==================== block 1
--- config.mk ---
export PLATFORM = sky130hd
export DESIGN_NAME = adder_6b
export DESIGN_NICKNAME = d
export VERILOG_FILES = /design/src/rtl/adder_pkg.sv /design/src/rtl/adder_6b_full_adder.sv /design/src/rtl/adder_6b.sv
export SDC_FILE = /design/constraint.sdc
export NUM_CORES = 1
export LEC_CHECK = 0
export CAP_MARGIN = 20
export CELL_PAD_IN_SITES_DETAIL_PLACEMENT = 1
export CELL_PAD_IN_SITES_GLOBAL_PLACEMENT = 1
export CORE_UTILIZATION = 19
export DETAILED_ROUTE_END_ITERATION = 10
export PLACE_DENSITY = 0.81
export SLEW_MARGIN = 20
export SYNTH_ARGS = -nofsm -noshare
export SYNTH_HDL_FRONTEND = slang
export SYNTH_SLANG_ARGS = --single-unit
export TNS_END_PERCENT = 1
--- constraint.sdc ---
create_clock -name clk -period 3.2 [get_ports clk]
set_clock_uncertainty 0.1 [all_clocks]
set_input_delay 0.48 -clock clk [delete_from_list [all_inputs] [get_ports clk]]
set_output_delay 0.48 -clock clk [all_outputs]
set_load 0.005 [all_outputs]
--- src/rtl/adder_pkg.sv ---
// Shared width and operand type for the 6-bit adder slice.
package adder_pkg;
   localparam int ADDER_WIDTH = 6;
   typedef logic [ADDER_WIDTH-1:0] operand_t;
endpackage

--- src/rtl/adder_6b_full_adder.sv ---
// One-bit full adder cell used as a ripple-carry stage.
module full_adder
   import adder_pkg::*;
(
   input  logic a,
   input  logic b,
   input  logic cin,
   output logic s,
   output logic cout
);

   assign s    = a ^ b ^ cin;
   assign cout = (a & b) | (a & cin) | (b & cin);

endmodule

--- src/rtl/adder_6b.sv ---
// Unsigned ripple-carry adder with a combinational sum and a one-cycle
// registered copy of {cout,S}.
module adder_6b
   import adder_pkg::*;
#(
   parameter int WIDTH = ADDER_WIDTH
) (
   input  logic             clk,
   input  logic             rst,
   input  logic [WIDTH-1:0] X,
   input  logic [WIDTH-1:0] Y,
   output logic [WIDTH-1:0] S,
   output logic             cout,
   output logic [WIDTH-1:0] S_r,
   output logic             cout_r
);

   logic [WIDTH:0] carry;
   logic [WIDTH:0] sum_d;
   logic [WIDTH:0] sum_q;

   assign carry[0] = 1'b0;

   for (genvar i = 0; i < WIDTH; i++) begin : g_stage
      full_adder u_fa (
         .a    (X[i]),
         .b    (Y[i]),
         .cin  (carry[i]),
         .s    (S[i]),
         .cout (carry[i+1])
      );
   end

   assign cout = carry[WIDTH];

   always_comb begin
      sum_d = {cout, S};
   end

   // Output register stage: reset clears the captured result only; S/cout stay live.
   always_ff @(posedge clk) begin
      if (rst) begin
         sum_q <= '0;
      end else begin
         sum_q <= sum_d;
      end
   end

   assign S_r    = sum_q[WIDTH-1:0];
   assign cout_r = sum_q[WIDTH];

endmodule

==================== block 2
==> src/rtl/btn_req_latch_if.sv <==
// Request-latch bus: raw buttons and acknowledge controls in, sticky request
// vector and per-channel debounced status out.
interface btn_req_latch_if #(
  parameter int WIDTH = 8
) ();
  logic [WIDTH-1:0]         btn_raw;
  logic                     ack;
  logic [$clog2(WIDTH)-1:0] ack_idx;
  logic                     clr_all;
  logic [WIDTH-1:0]         sel;
  logic                     any_req;
  logic [WIDTH-1:0]         btn_level;
  logic [WIDTH-1:0]         press;

  modport master (
    output btn_raw, ack, ack_idx, clr_all,
    input  sel, any_req, btn_level, press
  );

  modport slave (
    input  btn_raw, ack, ack_idx, clr_all,
    output sel, any_req, btn_level, press
  );
endinterface

==> src/rtl/btn_req_latch.sv <==
// Synchronises and debounces raw buttons, then holds each debounced press as a
// sticky request bit until it is acknowledged by index or cleared wholesale.
module btn_req_latch #(
  parameter int WIDTH  = 8,
  parameter int DB_CNT = 16,
  parameter int CNT_W  = 16
) (
  input logic        clk,
  input logic        rst_n,
  btn_req_latch_if.slave bus
);

  localparam int              IDX_W    = $clog2(WIDTH);
  localparam logic [CNT_W-1:0] CNT_LAST = CNT_W'(DB_CNT - 1);
  localparam logic [CNT_W-1:0] CNT_ZERO = {CNT_W{1'b0}};
  localparam logic [CNT_W-1:0] CNT_ONE  = {{(CNT_W-1){1'b0}}, 1'b1};

  logic [WIDTH-1:0] s1_q;
  logic [WIDTH-1:0] s2_q;
  logic [WIDTH-1:0] lvl_q;
  logic [WIDTH-1:0] lvl_d;
  logic [WIDTH-1:0] press_q;
  logic [WIDTH-1:0] press_d;
  logic [WIDTH-1:0] sel_q;
  logic [WIDTH-1:0] sel_d;
  logic [WIDTH-1:0] set_s;
  logic [WIDTH-1:0] clr_s;
  logic [CNT_W-1:0] cnt_q [WIDTH];
  logic [CNT_W-1:0] cnt_d [WIDTH];

  // Per-channel debounce and request next-state; a set beats a clear on the same bit.
  always_comb begin
    lvl_d = lvl_q;
    set_s = {WIDTH{1'b0}};
    clr_s = {WIDTH{1'b0}};
    sel_d = sel_q;
    for (int i = 0; i < WIDTH; i++) begin
      cnt_d[i] = CNT_ZERO;
      clr_s[i] = bus.clr_all | (bus.ack & (bus.ack_idx == IDX_W'(i)));
      if (s2_q[i] == lvl_q[i]) begin
        cnt_d[i] = CNT_ZERO;
      end else if (cnt_q[i] == CNT_LAST) begin
        lvl_d[i] = s2_q[i];
        set_s[i] = s2_q[i];
      end else begin
        cnt_d[i] = cnt_q[i] + CNT_ONE;
      end
      if (set_s[i]) begin
        sel_d[i] = 1'b1;
      end else if (clr_s[i]) begin
        sel_d[i] = 1'b0;
      end else begin
        sel_d[i] = sel_q[i];
      end
    end
    press_d = set_s;
  end

  // State registers; reset returns every channel to released with no requests.
  always_ff @(posedge clk or negedge rst_n) begin
    if (!rst_n) begin
      s1_q    <= {WIDTH{1'b0}};
      s2_q    <= {WIDTH{1'b0}};
      lvl_q   <= {WIDTH{1'b0}};
      press_q <= {WIDTH{1'b0}};
      sel_q   <= {WIDTH{1'b0}};
      for (int i = 0; i < WIDTH; i++) begin
        cnt_q[i] <= CNT_ZERO;
      end
    end else begin
      s1_q    <= bus.btn_raw;
      s2_q    <= s1_q;
      lvl_q   <= lvl_d;
      press_q <= press_d;
      sel_q   <= sel_d;
      for (int i = 0; i < WIDTH; i++) begin
        cnt_q[i] <= cnt_d[i];
      end
    end
  end

  assign bus.sel       = sel_q;
  assign bus.any_req   = |sel_q;
  assign bus.btn_level = lvl_q;
  assign bus.press     = press_q;

endmodule

==> src/flat_wrapper.sv <==
// flat-port wrapper written by rule: the top's interface ports become plain ports
module btn_req_latch_flat 
#(
  parameter int WIDTH  = 8,
  parameter int DB_CNT = 16,
  parameter int CNT_W  = 16
)
  (clk, rst_n, bus_btn_raw, bus_ack, bus_ack_idx, bus_clr_all, bus_sel, bus_any_req, bus_btn_level, bus_press);
  btn_req_latch_if #(.WIDTH(WIDTH)) bus_i ();
  input logic clk;
  input logic rst_n;
  input wire logic [$bits(bus_i.btn_raw)-1:0] bus_btn_raw;
  input wire logic [$bits(bus_i.ack)-1:0] bus_ack;
  input wire logic [$bits(bus_i.ack_idx)-1:0] bus_ack_idx;
  input wire logic [$bits(bus_i.clr_all)-1:0] bus_clr_all;
  output wire logic [$bits(bus_i.sel)-1:0] bus_sel;
  output wire logic [$bits(bus_i.any_req)-1:0] bus_any_req;
  output wire logic [$bits(bus_i.btn_level)-1:0] bus_btn_level;
  output wire logic [$bits(bus_i.press)-1:0] bus_press;
  assign bus_i.btn_raw = bus_btn_raw;
  assign bus_i.ack = bus_ack;
  assign bus_i.ack_idx = bus_ack_idx;
  assign bus_i.clr_all = bus_clr_all;
  assign bus_sel = bus_i.sel;
  assign bus_any_req = bus_i.any_req;
  assign bus_btn_level = bus_i.btn_level;
  assign bus_press = bus_i.press;
  btn_req_latch #(.WIDTH(WIDTH), .DB_CNT(DB_CNT), .CNT_W(CNT_W)) u_core (.clk(clk), .rst_n(rst_n), .bus(bus_i));
endmodule
==> config.mk <==
export PLATFORM = sky130hd
export DESIGN_NAME = btn_req_latch_flat
export DESIGN_NICKNAME = d
export VERILOG_FILES = /design/src/rtl/btn_req_latch_if.sv /design/src/rtl/btn_req_latch.sv /design/src/flat_wrapper.sv
export SDC_FILE = /design/constraint.sdc
export NUM_CORES = 1
export LEC_CHECK = 0
export CAP_MARGIN = 20
export CORE_ASPECT_RATIO = 0.6
export CORE_MARGIN = 5
export CORE_UTILIZATION = 60
export CTS_BUF_LIST = sky130_fd_sc_hd__clkbuf_16
export CTS_CLUSTER_DIAMETER = 200
export DETAILED_ROUTE_END_ITERATION = 10
export PLACE_DENSITY = 0.8
export SKIP_CTS_REPAIR_TIMING = 1
export SLEW_MARGIN = 0
export SYNTH_ARGS = -nofsm -noshare
export SYNTH_HDL_FRONTEND = slang
export SYNTH_SLANG_ARGS = --single-unit
==> constraint.sdc <==
create_clock -name clk -period 2.7 [get_ports clk]
set_input_delay 0.54 -clock clk [delete_from_list [all_inputs] [get_ports clk]]
set_output_delay 0.54 -clock clk [all_outputs]
set_load 0.02 [all_outputs]
Block 1, clock wires, drivers and flops:
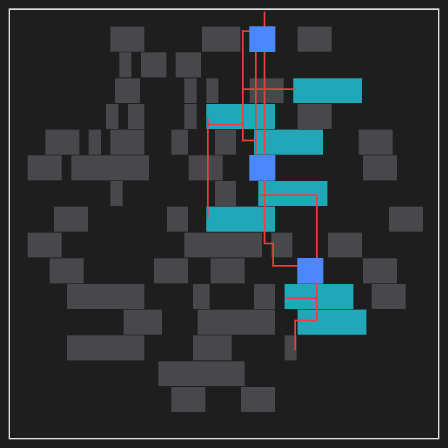
- clock wires: red (length 108 um)
- flip-flops: cyan (count 7)
- clock drivers: blue (count 3)
- routed clock nets: 4

==> results.env, block 1 <==
SYNTH-XOR-AREA-SHARE=0
POWER_LEAKAGE_nW=0.279
CTS_POST_SETUP_BUFFERS_INSERTED=1
SYNTH-ASYNC-RESET-RATIO=0
FINAL_NET_COUNT=80
PLACE.DETAILED.INSTANCES=78
AVGVIACOUNTPERCELL=3.37
SYNTH-MAIN-FF-CELL='dfxtp_1'
CTS_MAX_LEVEL=1
COMPOUND_AREA_FRAC=0
FINALCRITICALPERIOD_NS=3.34
DIE_WIDTH_UM=45.2
REPORT.FINAL.SLEW_VIOL_COUNT=0
AREA.GROWTH.SYNTH_TO_FINAL_PCT=89.8
WL_MET2_UM=583
FINAL_CELL_COUNT_NO_FILL=84
POST_SYNTH_MUX_AREA_SHARE=0
WORST_EP_REQUIRED_TIME_NS=2.62
SYNTH.YOSYS.SEQ_AREA_SHARE=0.394
MAX_CAP_VIOL_COUNT=0
CRITICAL_PATH_CLASS='primary input to primary output'
DRT_FIRST_PASS_ITERS=2
YOSYS.AREA.TOP_TYPE='dfxtp_1'
SETUP_VIOL_COUNT_FINAL=1
SYNTHCELLS=31
FP_UTIL=0.204
OUTCOME='complete, but fails checks'
ENDPOINT_KIND='primary output'
POST-ROUTE-WORST-SETUP-SLACK_NS=-0.145
YS_TOP_CELLS_BY_COUNT='dfxtp_1, buf_4, fa_1, inv_1, nor2b_1'
NUMCTSBUFFERS=3
CTS.HOLD.BUFFERS_ADDED=0
SLEW_HEADROOM=0.837
GLOBALROUTEMET2UTIL=0.194
SYNTH_STAT.CELLS=31
VIOLATIONS='setup timing'
## block 1: final cells by class
| class | count | area (sq um) | area share |
|---|---|---|---|
| Timing Repair Buffer | 30 | 282 | 0.417 |
| Multi-Input combinational cell | 13 | 176 | 0.262 |
| Clock buffer | 4 | 26.3 | 0.0390 |
| Sequential cell | 7 | 140 | 0.208 |
| Tap cell | 25 | 31.3 | 0.0464 |
| Inverter | 5 | 18.8 | 0.0278 |
## block 1: path summary, 6_finish.rpt
check  cells after the start       end  from  slack, ns
min                        3  sum_q[0]  X[0]       0.52
max                       10      S[5]  Y[0]      -0.14
## block 1: through the flow
stage / hold WS (ns) / cell area, sq um / setup TNS, ns / util / power (mW)
2_1_floorplan: 0.452 / 363 / -0.0448 / - / 0.146
3_3_place_gp: 1.08 / 627 / -2.27 / 0.359 / 0.199
3_5_place_dp: 1.08 / 627 / -2.58 / 0.359 / 0.204
4_1_cts: 0.486 / 669 / -0.458 / 0.384 / 0.284
5_1_grt: 0.535 / 674 / -0.222 / 0.386 / 0.307
6_report: 0.523 / 674 / -0.145 / 0.386 / 0.286
## block 1: power by group
part           internal [mW]  switching (mW)
combinational         0.0722          0.0344
sequential            0.0970         0.00253
clock                 0.0476          0.0325
total                  0.217          0.0694
Block 2, cell placement:
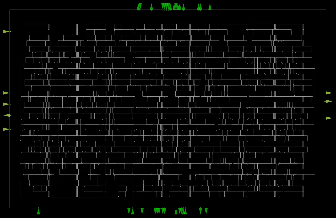
tapcells inserted: 165
fin util: 0.714
number of cells in the finished layout apart from fillers: 940
register share of the cell area: 0.485
area inside the core boundary: 12100 sq um

==> results.env, block 2 <==
AREA.GROWTH.SYNTH_TO_FINAL_PCT=15.4
SYNTH.YOSYS.SEQ_AREA_SHARE=0.560
FP_UTIL=0.619
SYNTHDOMINANTCELLAREASHARE=0.560
TOPCELLSBYAREA='dfrtp_1, xnor2_1, nor2_1, nor4_1, xor2_1'
NUM_IO_PINS=40
POST_DP_CELL_AREA_SQ_UM=8110
FINAL_ROUTED_WIRELENGTH_ACROSS_ALL_METAL_LAYERS_UM=15200
WORSTREG2REGEND='u_core.cnt_q[120]'
OUTCOME='finished clean'
CTSLONGESTPATHBUFFERS=2
CELL_INTERNAL_PWR_mW=3.96
CRITPATHSLOWESTCELL='clkdlybuf4s50_1'
CP_NUM_CELLS=3
DRT_FIRST_PASS_ITERS=5
AVERAGE_WIRE_PER_CELL_IN_THE_ROUTED_DESIGN_UM=16.2
CRITICAL-PATH-MAX-STAGE-DELAY_NS=0.54
SYNTH.LIB_CELLS_USED.DISTINCT=32
ROW_COUNT=31
SWITCHING_SHARE=0.219
LARGEST_REGISTER_FF_COUNT=128
block 2: worst reg2reg max path: stages, from the launching register on:
cell      delay [ns]
dfrtp_1         0.39
ha_1            0.20
nand3_1         0.24
nand4b_1        0.35
nand2_1         0.49
nor2_1          0.14
block 2: layer usage:
layer / track usage / share of wire / up-vias
li1: - / - / 2588
met1: 0.292 / 0.46 / 2653
met2: 0.326 / 0.47 / 165
met3: 0.0428 / 0.047 / 30
met4: 0.0875 / 0.026 / 0
met5: 0 / 0 / -
block 2: kinds of logic (layout without fill, tap and decap cells):
kind of cell	after synthesis	in the layout
DFF	168	168
buffers and inverters	26	88
and+or+nand+nor	372	372
xor gates and xnor gates	117	117
muxes	8	8
AOI/OAI and AO/OA	14	14
adders and majority gates	8	8
block 2: cell type report:
| cell class | count | area, sq um | area share |
|---|---|---|---|
| Clock buffer | 17 | 425 | 0.0491 |
| Inverter | 16 | 60.1 | 0.00693 |
| Sequential cell | 168 | 4200 | 0.485 |
| Tap cell | 165 | 206 | 0.0238 |
| Timing Repair Buffer | 41 | 432 | 0.0498 |
| Clock inverter | 14 | 134 | 0.0154 |
| Multi-Input combinational cell | 519 | 3210 | 0.370 |

==> gallery <==
Cell sizes after repair.
panel A
Bar = 50 um.
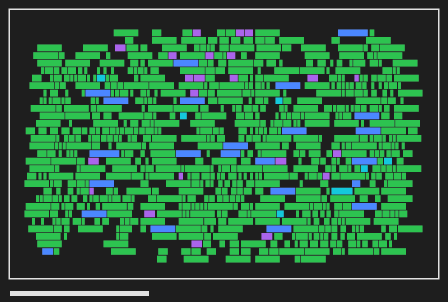
panel B
Bar = 10 um.
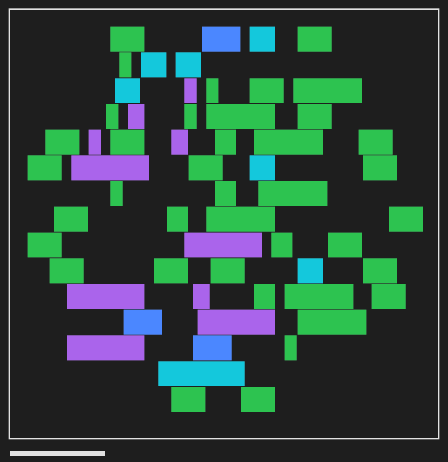
block 1 -> panel B
block 2 -> panel A
Of these, most cells: panel A



## Gallery

Wire density map.
(a)
The die is cut into 9 by 9 equal tiles; dark blue is low, red is high, scaled to the fullest tile. Values are wire area over tile area, all layers added.
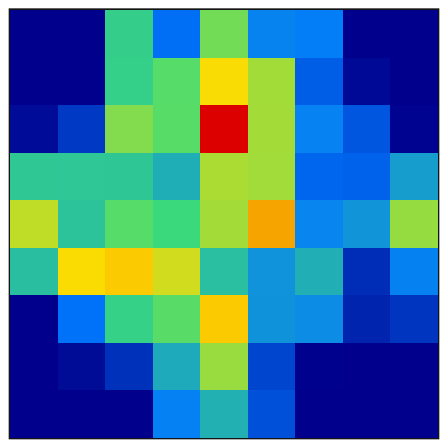
(b)
The die is cut into 31 by 19 equal tiles; dark blue is low, red is high, scaled to the fullest tile. Values are wire area over tile area, all layers added.
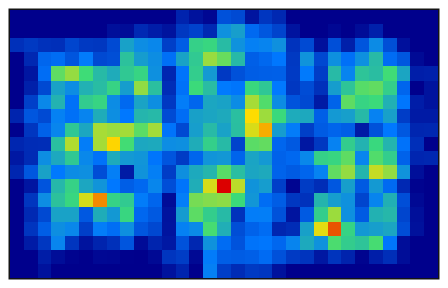
block 2: (b)
block 1: (a)

No activity file was given, so power comes from the tool's default toggle rates.
